==================== design 1
### Where the registers sit, design 1

Scale bar: 20 um. Other sequential cells in the stronger gray, the rest of the logic in the fainter gray.
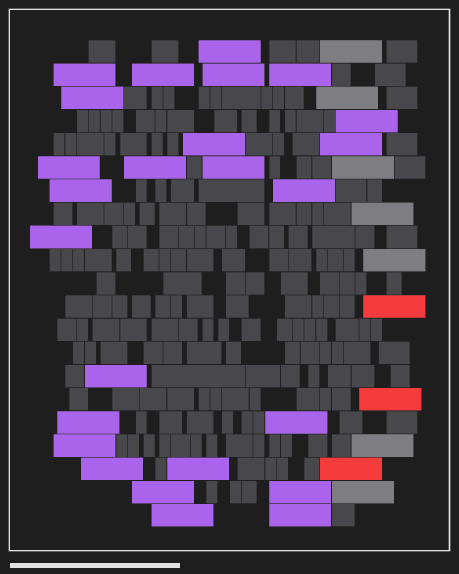

[src/rtl/key_step_input_pkg.sv]
// Shared constants for the key stepping front end: FSM state codes and
// 50 MHz default timing.
package key_step_input_pkg;

    localparam logic [2:0] ST_RELEASED     = 3'd0;
    localparam logic [2:0] ST_PRESS_WAIT   = 3'd1;
    localparam logic [2:0] ST_HELD         = 3'd2;
    localparam logic [2:0] ST_REPEAT       = 3'd3;
    localparam logic [2:0] ST_RELEASE_WAIT = 3'd4;

    localparam int DEF_DEBOUNCE_CYC = 1_000_000;  // 20 ms
    localparam int DEF_HOLD_CYC     = 25_000_000; // 500 ms
    localparam int DEF_REPEAT_CYC   = 5_000_000;  // 100 ms

    function automatic int max3(input int a, input int b, input int c);
        int m;
        m = (a > b) ? a : b;
        return (m > c) ? m : c;
    endfunction

endpackage

[src/rtl/key_step_input_sync_2ff.sv]
// Two-flop synchronizer for a single asynchronous level input; the reset
// value lets the output start at the pin's idle level.
module key_step_input_sync_2ff #(
    parameter logic RST_VAL = 1'b0
) (
    input  logic clk,
    input  logic srst,
    input  logic i_d,
    output logic o_q
);

    logic r_meta;
    logic r_sync;

    always_ff @(posedge clk) begin
        if (srst) begin
            r_meta <= RST_VAL;
            r_sync <= RST_VAL;
        end else begin
            r_meta <= i_d;
            r_sync <= r_meta;
        end
    end

    assign o_q = r_sync;

endmodule

[src/rtl/key_step_input.sv]
// Pushbutton front end: synchronizes and debounces a raw key, then emits
// single-cycle press, release and auto-repeat pulses.
module key_step_input
    import key_step_input_pkg::*;
#(
    parameter int DEBOUNCE_CYC = DEF_DEBOUNCE_CYC,
    parameter int HOLD_CYC     = DEF_HOLD_CYC,
    parameter int REPEAT_CYC   = DEF_REPEAT_CYC,
    parameter int ACTIVE_LOW   = 1
) (
    input  logic clk_50,
    input  logic rst,
    input  logic en,
    input  logic key_n,
    output logic key_level,
    output logic press_pulse,
    output logic release_pulse,
    output logic repeat_pulse,
    output logic step_pulse
);

    localparam int MAX_CYC = max3(DEBOUNCE_CYC, HOLD_CYC, REPEAT_CYC);
    localparam int TW      = (MAX_CYC > 1) ? $clog2(MAX_CYC) : 1;

    localparam logic [TW-1:0] DEB_LAST  = TW'(DEBOUNCE_CYC - 1);
    localparam logic [TW-1:0] HOLD_LAST = TW'(HOLD_CYC - 1);
    localparam logic [TW-1:0] REP_LAST  = TW'(REPEAT_CYC - 1);
    localparam logic          LOW_POL   = (ACTIVE_LOW != 0);

    logic          w_sync;
    logic          w_active;
    logic [2:0]    r_state;
    logic [2:0]    w_state_next;
    logic [TW-1:0] r_timer;
    logic          w_stay_clr;
    logic          w_timer_clr;
    logic          w_press;
    logic          w_release;
    logic          w_repeat;
    logic          w_level_next;

    // Flops reset to the idle pin level so reset never looks like a press.
    key_step_input_sync_2ff #(
        .RST_VAL (LOW_POL)
    ) u_sync (
        .clk  (clk_50),
        .srst (rst),
        .i_d  (key_n),
        .o_q  (w_sync)
    );

    assign w_active = w_sync ^ LOW_POL;

    always_comb begin
        w_state_next = r_state;
        w_stay_clr   = 1'b0;
        w_press      = 1'b0;
        w_release    = 1'b0;
        w_repeat     = 1'b0;
        w_level_next = key_level;
        case (r_state)
            ST_RELEASED: begin
                if (w_active) w_state_next = ST_PRESS_WAIT;
            end
            ST_PRESS_WAIT: begin
                if (!w_active) begin
                    w_state_next = ST_RELEASED;
                end else if (r_timer == DEB_LAST) begin
                    w_state_next = ST_HELD;
                    w_press      = 1'b1;
                    w_level_next = 1'b1;
                end
            end
            ST_HELD: begin
                if (!w_active) begin
                    w_state_next = ST_RELEASE_WAIT;
                end else if (r_timer == HOLD_LAST) begin
                    w_state_next = ST_REPEAT;
                    w_repeat     = 1'b1;
                end
            end
            ST_REPEAT: begin
                if (!w_active) begin
                    w_state_next = ST_RELEASE_WAIT;
                end else if (r_timer == REP_LAST) begin
                    w_repeat   = 1'b1;
                    w_stay_clr = 1'b1;
                end
            end
            ST_RELEASE_WAIT: begin
                // Bounce on release returns to HELD, restarting the hold delay.
                if (w_active) begin
                    w_state_next = ST_HELD;
                end else if (r_timer == DEB_LAST) begin
                    w_state_next = ST_RELEASED;
                    w_release    = 1'b1;
                    w_level_next = 1'b0;
                end
            end
            default: begin
                w_state_next = ST_RELEASED;
            end
        endcase
    end

    assign w_timer_clr = w_stay_clr | (w_state_next != r_state);

    always_ff @(posedge clk_50) begin
        if (rst) begin
            r_state       <= ST_RELEASED;
            r_timer       <= '0;
            key_level     <= 1'b0;
            press_pulse   <= 1'b0;
            release_pulse <= 1'b0;
            repeat_pulse  <= 1'b0;
            step_pulse    <= 1'b0;
        end else begin
            r_state       <= w_state_next;
            r_timer       <= w_timer_clr ? '0 : r_timer + TW'(1);
            key_level     <= w_level_next;
            press_pulse   <= w_press & en;
            release_pulse <= w_release & en;
            repeat_pulse  <= w_repeat & en;
            step_pulse    <= (w_press | w_repeat) & en;
        end
    end

endmodule
[config.mk]
export PLATFORM = sky130hd
export DESIGN_NAME = key_step_input
export DESIGN_NICKNAME = d
export VERILOG_FILES = /design/src/rtl/key_step_input_pkg.sv /design/src/rtl/key_step_input_sync_2ff.sv /design/src/rtl/key_step_input.sv
export SDC_FILE = /design/constraint.sdc
export NUM_CORES = 1
export LEC_CHECK = 0
export CORE_ASPECT_RATIO = 1.25
export CORE_MARGIN = 2
export CORE_UTILIZATION = 63
export DETAILED_ROUTE_END_ITERATION = 10
export PLACE_DENSITY = 0.83
export SYNTH_ARGS = -nofsm -noshare
export SYNTH_HDL_FRONTEND = slang
export SYNTH_SLANG_ARGS = --single-unit
[constraint.sdc]
create_clock -name clk_50 -period 3.8 [get_ports clk_50]
set_clock_uncertainty 0.1 [all_clocks]
set_input_delay 1.14 -clock clk_50 [delete_from_list [all_inputs] [get_ports clk_50]]
set_output_delay 1.14 -clock clk_50 [all_outputs]
set_load 0.02 [all_outputs]
==================== design 2
===== src/rtl/seg_pkg.sv =====
// Shared seven-segment definitions: active-low pattern constants for the
// hex digits and blank, plus the segment bit ordering (bit0 = a .. bit6 = g).
// The hex-to-segment display block and the reader both draw on these.
package seg_pkg;

  localparam int SEG_W = 7;

  // Segment bit positions within a pattern
  localparam int SEG_A_BIT = 0;
  localparam int SEG_B_BIT = 1;
  localparam int SEG_C_BIT = 2;
  localparam int SEG_D_BIT = 3;
  localparam int SEG_E_BIT = 4;
  localparam int SEG_F_BIT = 5;
  localparam int SEG_G_BIT = 6;

  // Active-low patterns, written {g,f,e,d,c,b,a}
  localparam logic [SEG_W-1:0] SEG_0     = 7'b1000000;
  localparam logic [SEG_W-1:0] SEG_1     = 7'b1111001;
  localparam logic [SEG_W-1:0] SEG_2     = 7'b0100100;
  localparam logic [SEG_W-1:0] SEG_3     = 7'b0110000;
  localparam logic [SEG_W-1:0] SEG_4     = 7'b0011001;
  localparam logic [SEG_W-1:0] SEG_5     = 7'b0010010;
  localparam logic [SEG_W-1:0] SEG_6     = 7'b0000010;
  localparam logic [SEG_W-1:0] SEG_7     = 7'b1111000;
  localparam logic [SEG_W-1:0] SEG_8     = 7'b0000000;
  localparam logic [SEG_W-1:0] SEG_9     = 7'b0010000;
  localparam logic [SEG_W-1:0] SEG_A     = 7'b0001000;
  localparam logic [SEG_W-1:0] SEG_B     = 7'b0000011;
  localparam logic [SEG_W-1:0] SEG_C     = 7'b1000110;
  localparam logic [SEG_W-1:0] SEG_D     = 7'b0100001;
  localparam logic [SEG_W-1:0] SEG_E     = 7'b0000110;
  localparam logic [SEG_W-1:0] SEG_F     = 7'b0001110;
  localparam logic [SEG_W-1:0] SEG_BLANK = 7'b1111111;

  // True when every segment of the pattern is dark
  function automatic logic seg_is_blank(input logic [SEG_W-1:0] pat);
    return (pat == SEG_BLANK);
  endfunction

endpackage


===== src/rtl/seven_segment_decoder.sv =====
// Combinational seven-segment pattern to hex nibble decoder.
// hit_o flags a recognised digit pattern; blank_o flags an all-dark pattern.
module seven_segment_decoder
  import seg_pkg::*;
(
  input  logic [SEG_W-1:0] seg_i,
  output logic [3:0]       value_o,
  output logic             hit_o,
  output logic             blank_o
);

  // Reverse lookup of the display table; anything else is a miss
  always_comb begin
    value_o = 4'h0;
    hit_o   = 1'b1;
    case (seg_i)
      SEG_0:   value_o = 4'h0;
      SEG_1:   value_o = 4'h1;
      SEG_2:   value_o = 4'h2;
      SEG_3:   value_o = 4'h3;
      SEG_4:   value_o = 4'h4;
      SEG_5:   value_o = 4'h5;
      SEG_6:   value_o = 4'h6;
      SEG_7:   value_o = 4'h7;
      SEG_8:   value_o = 4'h8;
      SEG_9:   value_o = 4'h9;
      SEG_A:   value_o = 4'hA;
      SEG_B:   value_o = 4'hB;
      SEG_C:   value_o = 4'hC;
      SEG_D:   value_o = 4'hD;
      SEG_E:   value_o = 4'hE;
      SEG_F:   value_o = 4'hF;
      default: hit_o   = 1'b0;
    endcase
    blank_o = seg_is_blank(seg_i);
  end

endmodule


===== src/rtl/seven_segment_reader.sv =====
// Reads a multiplexed active-low seven-segment bus back into hex nibbles.
// A {SEG, DIG} sample must stay unchanged for STABLE_CYCLES samples before it
// is captured, once per stable window. Captures update the addressed digit,
// flag unknown patterns or multi-selects on ERR, and pulse FRAME once every
// digit has been refreshed.
// Optional build macro SEG_READER_SYNC_EN: inserts a 2-flop synchroniser
// (reset to all-ones) on SEG_IN and DIG_IN for asynchronous panels.
module seven_segment_reader
  import seg_pkg::*;
#(
  parameter int NUM_DIGITS    = 4,
  parameter int STABLE_CYCLES = 8
) (
  input  logic                    CLK,
  input  logic                    RST,
  input  logic [SEG_W-1:0]        SEG_IN,
  input  logic [NUM_DIGITS-1:0]   DIG_IN,
  output logic [4*NUM_DIGITS-1:0] OUT,
  output logic [NUM_DIGITS-1:0]   VALID,
  output logic                    ERR,
  output logic                    FRAME
);

  localparam int CNT_W = (STABLE_CYCLES > 1) ? $clog2(STABLE_CYCLES) : 1;
  localparam logic [CNT_W-1:0] CNT_MAX = CNT_W'(STABLE_CYCLES - 1);

  logic [SEG_W-1:0]      seg_s;
  logic [NUM_DIGITS-1:0] dig_s;

`ifdef SEG_READER_SYNC_EN
  logic [SEG_W-1:0]      seg_meta_q, seg_sync_q;
  logic [NUM_DIGITS-1:0] dig_meta_q, dig_sync_q;

  // Two-flop synchroniser; idles at all-ones so reset looks like a dark bus
  always_ff @(posedge CLK) begin
    if (RST) begin
      seg_meta_q <= '1;
      seg_sync_q <= '1;
      dig_meta_q <= '1;
      dig_sync_q <= '1;
    end else begin
      seg_meta_q <= SEG_IN;
      seg_sync_q <= seg_meta_q;
      dig_meta_q <= DIG_IN;
      dig_sync_q <= dig_meta_q;
    end
  end

  assign seg_s = seg_sync_q;
  assign dig_s = dig_sync_q;
`else
  assign seg_s = SEG_IN;
  assign dig_s = DIG_IN;
`endif

  logic [SEG_W-1:0]      samp_seg_q;
  logic [NUM_DIGITS-1:0] samp_dig_q;
  logic [CNT_W-1:0]      cnt_q, cnt_d;
  logic                  cap_q, cap_d;
  logic                  diff;
  logic                  capture;

  // A new sample restarts the window; the window wins over a same-cycle capture
  always_comb begin
    diff    = (seg_s != samp_seg_q) || (dig_s != samp_dig_q);
    capture = (cnt_q == CNT_MAX) && !cap_q;
    cnt_d   = cnt_q;
    cap_d   = cap_q;
    if (diff) begin
      cnt_d = '0;
      cap_d = 1'b0;
    end else begin
      if (cnt_q != CNT_MAX) cnt_d = cnt_q + CNT_W'(1);
      if (capture)          cap_d = 1'b1;
    end
  end

  // Sample register and stability tracking
  always_ff @(posedge CLK) begin
    if (RST) begin
      samp_seg_q <= '1;
      samp_dig_q <= '1;
      cnt_q      <= '0;
      cap_q      <= 1'b0;
    end else begin
      samp_seg_q <= seg_s;
      samp_dig_q <= dig_s;
      cnt_q      <= cnt_d;
      cap_q      <= cap_d;
    end
  end

  logic [3:0] dec_value;
  logic       dec_hit;
  logic       dec_blank;

  seven_segment_decoder u_dec (
    .seg_i   (samp_seg_q),
    .value_o (dec_value),
    .hit_o   (dec_hit),
    .blank_o (dec_blank)
  );

  // Select decoding: DIG is active-low, so selected digits are the zeros
  logic [NUM_DIGITS-1:0] sel;
  logic                  one_sel;
  logic                  multi_sel;

  always_comb begin
    sel       = ~samp_dig_q;
    one_sel   = (sel != '0) && ((sel & (sel - NUM_DIGITS'(1))) == '0);
    multi_sel = (sel != '0) && !one_sel;
  end

  logic [4*NUM_DIGITS-1:0] out_q, out_d;
  logic [NUM_DIGITS-1:0]   valid_q, valid_d;
  logic [NUM_DIGITS-1:0]   seen_q, seen_d;
  logic                    err_q, err_d;
  logic                    frame_q, frame_d;

  // Capture action on the addressed digit, error and frame bookkeeping
  always_comb begin
    out_d   = out_q;
    valid_d = valid_q;
    seen_d  = seen_q;
    err_d   = 1'b0;
    frame_d = 1'b0;
    if (capture) begin
      if (one_sel) begin
        for (int i = 0; i < NUM_DIGITS; i++) begin
          if (sel[i]) begin
            if (dec_hit) begin
              out_d[4*i +: 4] = dec_value;
              valid_d[i]      = 1'b1;
            end else begin
              valid_d[i]      = 1'b0;
            end
            seen_d[i] = 1'b1;
          end
        end
        err_d = !dec_hit && !dec_blank;
        // The completing capture closes the frame and does not carry over
        if (&seen_d) begin
          frame_d = 1'b1;
          seen_d  = '0;
        end
      end else if (multi_sel) begin
        err_d = 1'b1;
      end
    end
  end

  // Per-digit output registers and seen mask
  always_ff @(posedge CLK) begin
    if (RST) begin
      out_q   <= '0;
      valid_q <= '0;
      seen_q  <= '0;
      err_q   <= 1'b0;
      frame_q <= 1'b0;
    end else begin
      out_q   <= out_d;
      valid_q <= valid_d;
      seen_q  <= seen_d;
      err_q   <= err_d;
      frame_q <= frame_d;
    end
  end

  assign OUT   = out_q;
  assign VALID = valid_q;
  assign ERR   = err_q;
  assign FRAME = frame_q;

endmodule


===== config.mk =====
export PLATFORM = sky130hd
export DESIGN_NAME = seven_segment_reader
export DESIGN_NICKNAME = d
export VERILOG_FILES = /design/src/rtl/seg_pkg.sv /design/src/rtl/seven_segment_decoder.sv /design/src/rtl/seven_segment_reader.sv
export SDC_FILE = /design/constraint.sdc
export NUM_CORES = 1
export LEC_CHECK = 0
export ABC_CLOCK_PERIOD_IN_PS = 3500
export CAP_MARGIN = 20
export CORE_ASPECT_RATIO = 1.4
export CORE_MARGIN = 1
export CORE_UTILIZATION = 50
export DETAILED_ROUTE_END_ITERATION = 8
export PLACE_DENSITY = 0.76
export SYNTH_ARGS = -nofsm -noshare
export SYNTH_HDL_FRONTEND = slang
export SYNTH_HIERARCHICAL = 1
export SYNTH_SLANG_ARGS = --single-unit
export TNS_END_PERCENT = 50

===== constraint.sdc =====
create_clock -name CLK -period 3.5 [get_ports CLK]
set_input_delay 0.7 -clock CLK [delete_from_list [all_inputs] [get_ports CLK]]
set_output_delay 0.7 -clock CLK [all_outputs]
set_load 0.01 [all_outputs]

### Where the registers sit, design 2

Scale bar: 20 um. Other sequential cells in the stronger gray, the rest of the logic in the fainter gray.
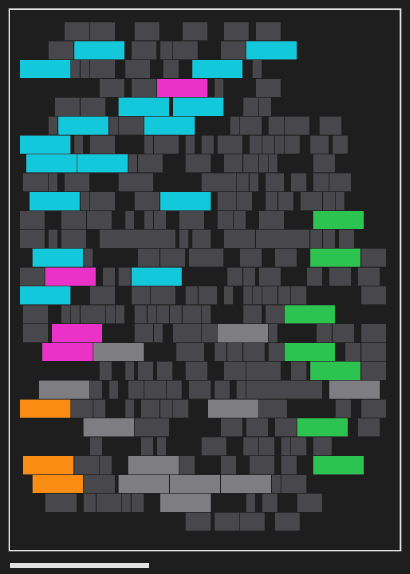
samp_seg_q -> green  # sequential cells 7
VALID -> magenta  # sequential cells 4, where west
OUT -> cyan  # sequential cells 16
cnt_q -> orange  # sequential cells 3
not colored = 11

==> Changelog: implementation, design 2 <==
## Flow update

- Layer with the highest usage: met2
- Pre-CTS setup slack: about 0.64 ns
- Total congestion overflow: 0
- Area fraction of the dominant cell type after synthesis: about 40%
- Max reg flops: 16
- Main logic family after synthesis: simple AND/OR/NAND/NOR gates
- WP data required: approximately 3.7 ns
- Die width: 56.21 um
- Top cell type by total area after synthesis: dfxtp_1
- Status: finished clean
- DR iter-0 viols: 54
- Worst EP arrival: 3.04 ns
- M1 wire length: 1.996 mm
- Leakage power: 0.9424 nW
- CP cell instances: nor4bb_1, o31ai_4, nand4_2, or3_1, nand4b_1, nor3_1, mux2i_1, nor2_1
- Post-CTS sizing: 0
- First-pass GRT wire length: 7.458 mm
- Critical Path Start: samp_seg_q[0]$_SDFF_PP1_
- Setup Skew: 0.007303 ns
- Combinational Power Share: 7.1%
- RR Startpoint: samp_seg_q[0]$_SDFF_PP1_
- Synth Register Bits: 41
- Tool Warnings: 26
- Crit-path leading delay family: simple AND/OR/NAND/NOR gates
- Commonest Layout Cell: dfxtp_1
- Unrepaired setup endpoints after global routing: no
- Final Core Density: 63.34%
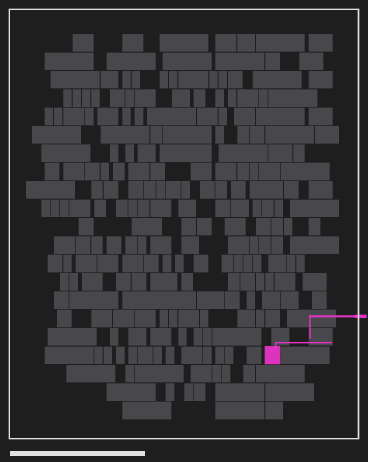
*I/O nets highlighted, design 1*
Scale bar: 20 um.
key_n -> magenta  # bits 1, direction input, edge east, end cells 1, buffers 1, wire 20.9 um

## Picture notes: 'Where the registers sit' of design 1
r_state -> red  # sequential cells 3
r_timer -> purple  # sequential cells 25
storage element area: 700.7 sq um
flop share of the area: 36.29%
Sequential Power: 0.000377 W
Final Core Density: 72.04%

==> Changelog: implementation, design 1 <==
## Flow update

- Slew @ Worst Pin: 0.5346 ns
- Clock-cell share: 4.472%
- Clock group share of total power: between 40 and 50%
- Max cap viols: 0
- Tap Cells: 34
- Top-count cell post-synth: nand2_1
- Vias in the first global route: 1528
- Layer with the highest usage: met2
- Total congestion overflow: 0
- Detail Route Antenna Nets: 0
- Biggest regs: r_timer (25), r_state (3)
- Combinational Power Share: 4.1%
- Switching Share: 20.89%
- Die height: between 60 and 70 um
- First-pass GRT wire length: 6.389 mm
- Synthesis-to-finish area growth: 8.738%
- Synth Register Bits: 35
- CTS clk-pin slew, worst paths: 0.10 ns
- M1 wire length: 1.448 mm
- Num sequential: 35
- Iteration count of the initial detailed-routing pass: 4
- Mux cell area share after synthesis: 0.5638%
- Top cell category: multi-input combinational cells
- Fp_density: 66.25%
- Worst EP arrival: 1.34 ns
- Post-Synth Simple-Gate Area: 38.97%
- Clock sinks: 35
- Status: finished clean
- Final hold vios: 0
- Fillers: 217
- Initial antenna violation count: 0
- Final Routed Wirelength: ~3.6 mm

==================== design 3
**src/rtl/mem_access_sequencer.sv**
```systemverilog
// mem_access_sequencer
//   Runs every RAM transaction requested over the MFA/MOC handshake: byte,
//   halfword, word and two-beat doubleword reads and writes. It checks
//   alignment, steers byte lanes, splits doublewords into two word beats and
//   emits a single-cycle MOC (or Abort) per accepted request.
//   Optional feature: define MEM_TIMEOUT_EN to abort a beat that sees no
//   RamReady for TIMEOUT_CYCLES beat cycles. Without it a beat waits forever.

module mem_access_sequencer #(
  parameter int ADDR_W         = 9,
  parameter int TIMEOUT_CYCLES = 16
) (
  input  logic              Clk,
  input  logic              Reset,
  input  logic              MFA,
  input  logic              RW,
  input  logic [1:0]        Size,
  input  logic [31:0]       Addr,
  input  logic [31:0]       WrData,
  input  logic [31:0]       WrDataHi,
  output logic [31:0]       RdData,
  output logic [31:0]       RdDataHi,
  output logic              MOC,
  output logic              Busy,
  output logic              Abort,
  output logic              RamEn,
  output logic              RamRW,
  output logic [ADDR_W-1:0] RamAddr,
  output logic [31:0]       RamWData,
  output logic [3:0]        RamBE,
  input  logic [31:0]       RamRData,
  input  logic              RamReady
);

  typedef enum logic [2:0] {
    ST_IDLE  = 3'd0,
    ST_BEAT0 = 3'd1,
    ST_BEAT1 = 3'd2,
    ST_DONE  = 3'd3,
    ST_ERR   = 3'd4
  } state_e;

  typedef enum logic [1:0] {
    SZ_BYTE  = 2'b00,
    SZ_HALF  = 2'b01,
    SZ_WORD  = 2'b10,
    SZ_DWORD = 2'b11
  } size_e;

  state_e            state_q, state_d;
  logic              armed_q, armed_d;
  logic              rw_q, rw_d;
  size_e             size_q, size_d;
  logic [ADDR_W-1:0] addr_q, addr_d;
  logic [31:0]       wr_data_q, wr_data_d;
  logic [31:0]       wr_data_hi_q, wr_data_hi_d;
  logic [31:0]       rd_data_q, rd_data_d;
  logic [31:0]       rd_data_hi_q, rd_data_hi_d;

  logic              req_accept;
  logic              misaligned;
  logic              in_beat;
  logic              timeout_hit;
  logic [ADDR_W-1:0] beat_addr;
  logic [3:0]        lane_be;
  logic [31:0]       lane_wdata;
  logic [31:0]       lane_rdata;

  // Address bits above the RAM window are intentionally ignored.
  logic unused_addr_hi;
  assign unused_addr_hi = ^Addr[31:ADDR_W];

  assign req_accept = (state_q == ST_IDLE) && MFA && armed_q;
  assign in_beat    = (state_q == ST_BEAT0) || (state_q == ST_BEAT1);

  // Alignment check on the incoming request (natural alignment per size).
  always_comb begin
    // NOTE: every signal assigned in a combinational block gets a default
    // first, so no path through the case can leave it unassigned (latch).
    misaligned = 1'b0;
    case (size_e'(Size))
      SZ_HALF:  misaligned = Addr[0];
      SZ_WORD:  misaligned = |Addr[1:0];
      SZ_DWORD: misaligned = |Addr[2:0];
      default:  misaligned = 1'b0;
    endcase
  end

`ifdef MEM_TIMEOUT_EN
  localparam int TMO_W = $clog2(TIMEOUT_CYCLES + 1);

  logic [TMO_W-1:0] tmo_cnt_q, tmo_cnt_d;

  // The last allowed stalled cycle of a beat turns into an abort.
  assign timeout_hit = in_beat && !RamReady &&
                       (tmo_cnt_q == TMO_W'(TIMEOUT_CYCLES - 1));

  // Stall counter: restarts on entry to every beat, counts RamReady=0 cycles.
  always_comb begin
    tmo_cnt_d = '0;
    if (in_beat && (state_d == state_q) && !RamReady) begin
      tmo_cnt_d = tmo_cnt_q + TMO_W'(1);
    end
  end

  // Stall counter register.
  always_ff @(posedge Clk) begin
    if (Reset) begin
      tmo_cnt_q <= '0;
    end else begin
      tmo_cnt_q <= tmo_cnt_d;
    end
  end
`else
  assign timeout_hit = 1'b0;

  // Timeout length only matters when the timeout feature is built in.
  logic [31:0] unused_tmo_cfg;
  assign unused_tmo_cfg = 32'(TIMEOUT_CYCLES);
`endif

  // Next-state logic for the transaction sequencer.
  always_comb begin
    state_d = state_q;
    case (state_q)
      ST_IDLE: begin
        if (req_accept) begin
          state_d = misaligned ? ST_ERR : ST_BEAT0;
        end
      end
      ST_BEAT0: begin
        if (RamReady) begin
          state_d = (size_q == SZ_DWORD) ? ST_BEAT1 : ST_DONE;
        end else if (timeout_hit) begin
          state_d = ST_ERR;
        end
      end
      ST_BEAT1: begin
        if (RamReady) begin
          state_d = ST_DONE;
        end else if (timeout_hit) begin
          state_d = ST_ERR;
        end
      end
      ST_DONE: state_d = ST_IDLE;
      ST_ERR:  state_d = ST_IDLE;
      default: state_d = ST_IDLE;
    endcase
  end

  // Request capture and re-arm: one request per MFA high period.
  always_comb begin
    armed_d      = armed_q;
    rw_d         = rw_q;
    size_d       = size_q;
    addr_d       = addr_q;
    wr_data_d    = wr_data_q;
    wr_data_hi_d = wr_data_hi_q;
    if (state_q == ST_IDLE) begin
      if (req_accept) begin
        armed_d      = 1'b0;
        rw_d         = RW;
        size_d       = size_e'(Size);
        addr_d       = Addr[ADDR_W-1:0];
        wr_data_d    = WrData;
        wr_data_hi_d = WrDataHi;
      end else if (!MFA) begin
        armed_d = 1'b1;
      end
    end
  end

  // Read lane extraction: the addressed byte/half, zero-extended.
  always_comb begin
    lane_rdata = RamRData;
    case (size_q)
      SZ_BYTE: begin
        case (addr_q[1:0])
          2'd0:    lane_rdata = {24'd0, RamRData[7:0]};
          2'd1:    lane_rdata = {24'd0, RamRData[15:8]};
          2'd2:    lane_rdata = {24'd0, RamRData[23:16]};
          default: lane_rdata = {24'd0, RamRData[31:24]};
        endcase
      end
      SZ_HALF: begin
        lane_rdata = addr_q[1] ? {16'd0, RamRData[31:16]} : {16'd0, RamRData[15:0]};
      end
      default: lane_rdata = RamRData;
    endcase
  end

  // Read data capture: BEAT0 fills RdData, BEAT1 fills RdDataHi.
  always_comb begin
    rd_data_d    = rd_data_q;
    rd_data_hi_d = rd_data_hi_q;
    if (rw_q && RamReady) begin
      if (state_q == ST_BEAT0) begin
        rd_data_d = lane_rdata;
      end else if (state_q == ST_BEAT1) begin
        rd_data_hi_d = RamRData;
      end
    end
  end

  // Write lane steering: byte enables and replicated write data.
  always_comb begin
    lane_be    = 4'b1111;
    lane_wdata = wr_data_q;
    case (size_q)
      SZ_BYTE: begin
        lane_be    = 4'b0001 << addr_q[1:0];
        lane_wdata = {4{wr_data_q[7:0]}};
      end
      SZ_HALF: begin
        lane_be    = addr_q[1] ? 4'b1100 : 4'b0011;
        lane_wdata = {2{wr_data_q[15:0]}};
      end
      SZ_DWORD: begin
        lane_be    = 4'b1111;
        lane_wdata = (state_q == ST_BEAT1) ? wr_data_hi_q : wr_data_q;
      end
      default: begin
        lane_be    = 4'b1111;
        lane_wdata = wr_data_q;
      end
    endcase
  end

  // The second doubleword beat targets the next word, wrapping in the window.
  assign beat_addr = (state_q == ST_BEAT1) ? (addr_q + ADDR_W'(4)) : addr_q;

  // Outputs decoded from the current state; RAM strobes only during beats.
  always_comb begin
    Busy     = (state_q != ST_IDLE);
    MOC      = (state_q == ST_DONE);
    Abort    = (state_q == ST_ERR);
    RamEn    = in_beat;
    RamRW    = in_beat && rw_q;
    RamAddr  = in_beat ? {beat_addr[ADDR_W-1:2], 2'b00} : '0;
    RamBE    = (in_beat && !rw_q) ? lane_be : 4'b0000;
    RamWData = (in_beat && !rw_q) ? lane_wdata : 32'd0;
    RdData   = rd_data_q;
    RdDataHi = rd_data_hi_q;
  end

  // State and datapath registers with synchronous reset.
  always_ff @(posedge Clk) begin
    // NOTE: sequential state uses non-blocking assignments so every flop
    // samples the values from before this edge, independent of order.
    if (Reset) begin
      state_q      <= ST_IDLE;
      armed_q      <= 1'b1;
      rw_q         <= 1'b0;
      size_q       <= SZ_BYTE;
      addr_q       <= '0;
      wr_data_q    <= 32'd0;
      wr_data_hi_q <= 32'd0;
      rd_data_q    <= 32'd0;
      rd_data_hi_q <= 32'd0;
    end else begin
      state_q      <= state_d;
      armed_q      <= armed_d;
      rw_q         <= rw_d;
      size_q       <= size_d;
      addr_q       <= addr_d;
      wr_data_q    <= wr_data_d;
      wr_data_hi_q <= wr_data_hi_d;
      rd_data_q    <= rd_data_d;
      rd_data_hi_q <= rd_data_hi_d;
    end
  end

endmodule
```
**config.mk**
```make
export PLATFORM = sky130hd
export DESIGN_NAME = mem_access_sequencer
export DESIGN_NICKNAME = d
export VERILOG_FILES = /design/src/rtl/mem_access_sequencer.sv
export SDC_FILE = /design/constraint.sdc
export NUM_CORES = 1
export LEC_CHECK = 0
export CELL_PAD_IN_SITES_DETAIL_PLACEMENT = 0
export CELL_PAD_IN_SITES_GLOBAL_PLACEMENT = 2
export CORE_MARGIN = 2
export CORE_UTILIZATION = 26
export CTS_CLUSTER_SIZE = 24
export DETAILED_ROUTE_END_ITERATION = 7
export GPL_TIMING_DRIVEN = 0
export PLACE_DENSITY = 0.89
export SLEW_MARGIN = 20
export SYNTH_ARGS = -nofsm -noshare
export SYNTH_HDL_FRONTEND = slang
export SYNTH_SLANG_ARGS = --single-unit
```
**constraint.sdc**
```tcl
create_clock -name Clk -period 3.1 [get_ports Clk]
set_input_delay 0.775 -clock Clk [delete_from_list [all_inputs] [get_ports Clk]]
set_output_delay 0.775 -clock Clk [all_outputs]
set_load 0.02 [all_outputs]
```
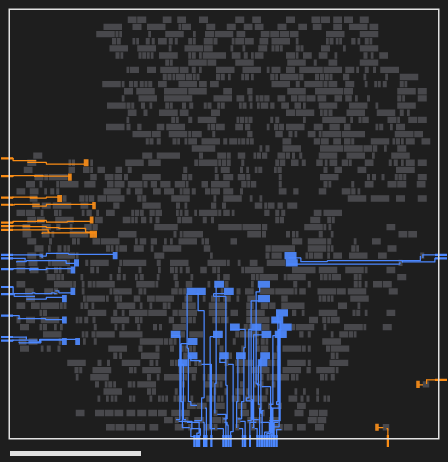
*I/O nets highlighted, design 3*
Scale bar: 50 um.
RamAddr -> orange  # bits 9, direction output, edge 7 west, 1 east, 1 south, end cells 9, buffers 9, wire 234 um
RamWData -> blue  # bits 32, direction output, edge 22 south, 8 west, 2 east, end cells 32, buffers 32, wire 1380 um

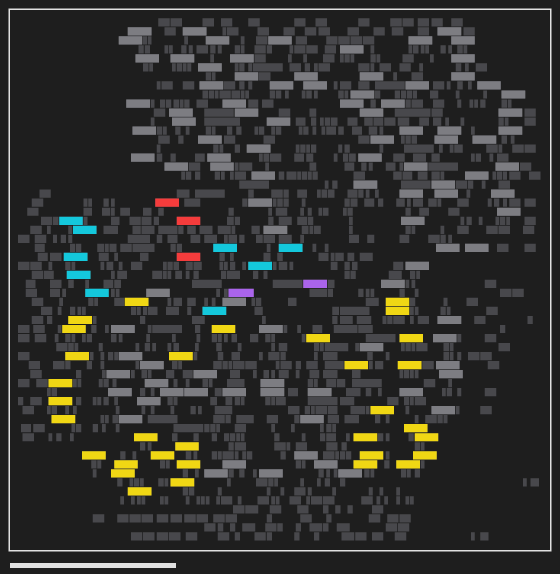
*Where the registers sit, design 3*
Scale bar: 50 um. Other sequential cells in the stronger gray, the rest of the logic in the fainter gray.
addr_q -> cyan  # sequential cells 9, where west
wr_data_hi_q -> yellow  # sequential cells 32
size_q -> purple  # sequential cells 2
state_q -> red  # sequential cells 3
not colored = 98
Sequential Power: 0.00231 W
flop share of the area: 29.25%
Final Core Density: 39.49%
storage element area: 0.002884 sq mm

==> Changelog: implementation <==
## Flow update

- Status: finished clean
- Via density per instance: 4.673
- Worst EP arrival: 2.32 ns
- Max Fclk: 323.4 MHz
- Max VDD drop: 0.0002845 V
- Clock Root Buffer: clkbuf_16
- Post-route insts no fill: between 1000 and 1500
- Top cell type by total area after synthesis: dfxtp_1
- Synth Register Bits: 144
- Chip Area, Yosys: 0.006560 sq mm
- Max cap viols: 0
- Vias in the first global route: ~6500
- Crit path largest cell delay: 0.37 ns
- Post-synth EDFFs: 0
- Post-synthesis sequential area ratio: 43.94%
- Post-CTS setup buffer count: 5
- Syn_area_per_cell: 7.558 sq um
- Critical R2R Capture: RdDataHi[18]$_SDFFE_PP0P_
- Final Routed Wirelength: 26.37 mm
- WL met3: around 1.4 mm
- Die ar.: ~0.027 sq mm
- Data buffer area share: 26.17%
- Clock period minus worst slack: 3.092 ns
- Die width: 162.8 um
- Top FF cell, synth: dfxtp_1
- Main logic family after synthesis: simple AND/OR/NAND/NOR gates
- Post-synth ARST share: 0%
- Final hold slack: about 0.45 ns
- DR iter-0 viols: 547
- Final hold vios: 0
- Core Area: 0.02496 sq mm


## Gallery

Close-up of the layout.
image #1
Scale bar: 10 um. Region (2, 7) to (27, 32) um. Cells in gray, sequential cells in the stronger gray; small squares are vias.
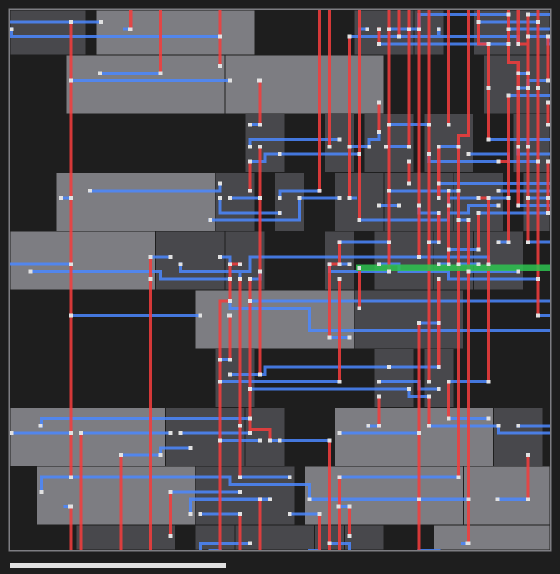
image #2
Scale bar: 10 um. Region (28, 28) to (53, 53) um. Cells in gray, sequential cells in the stronger gray; small squares are vias.
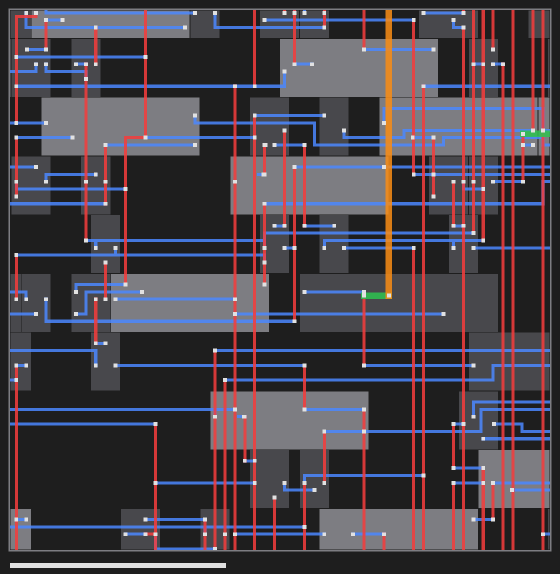
image #3
Scale bar: 10 um. Region (0, 3) to (25, 28) um. Cells in gray, sequential cells in the stronger gray; small squares are vias.
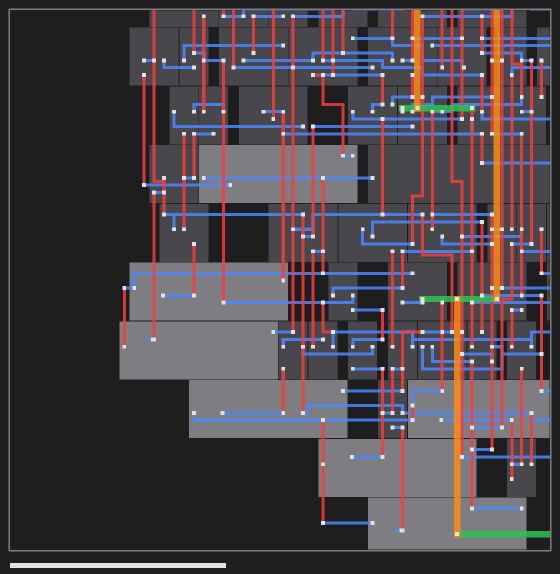
design 1 -> image #3
design 3 -> image #2
design 2 -> image #1

Key to image #3:
M1 -> blue
M4 -> orange
M3 -> green
M2 -> red
netlist names of flops here include = r_timer (7)
cells with their middle in the window = 40
sequential cells in the window = 7
most frequent = nand2_1 (9), dfxtp_1 (7), nor2_1 (6)


==> layout pictures side by side <==
Logic cells by family.
panel A
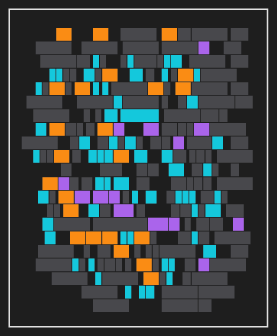
panel B
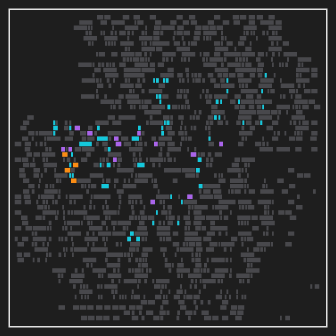
panel C
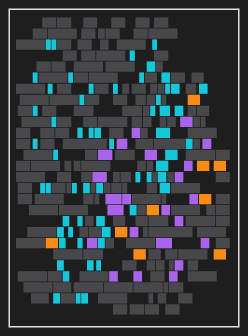
- fewest cells: panel A
design 3: panel B
design 2: panel C
design 1: panel A

Key to panel B:
nor cells -> cyan  # cells 54
and/or cells -> purple  # cells 13
xor and xnor cells -> orange  # cells 4, where west

Power and IR drop assume default switching activity.
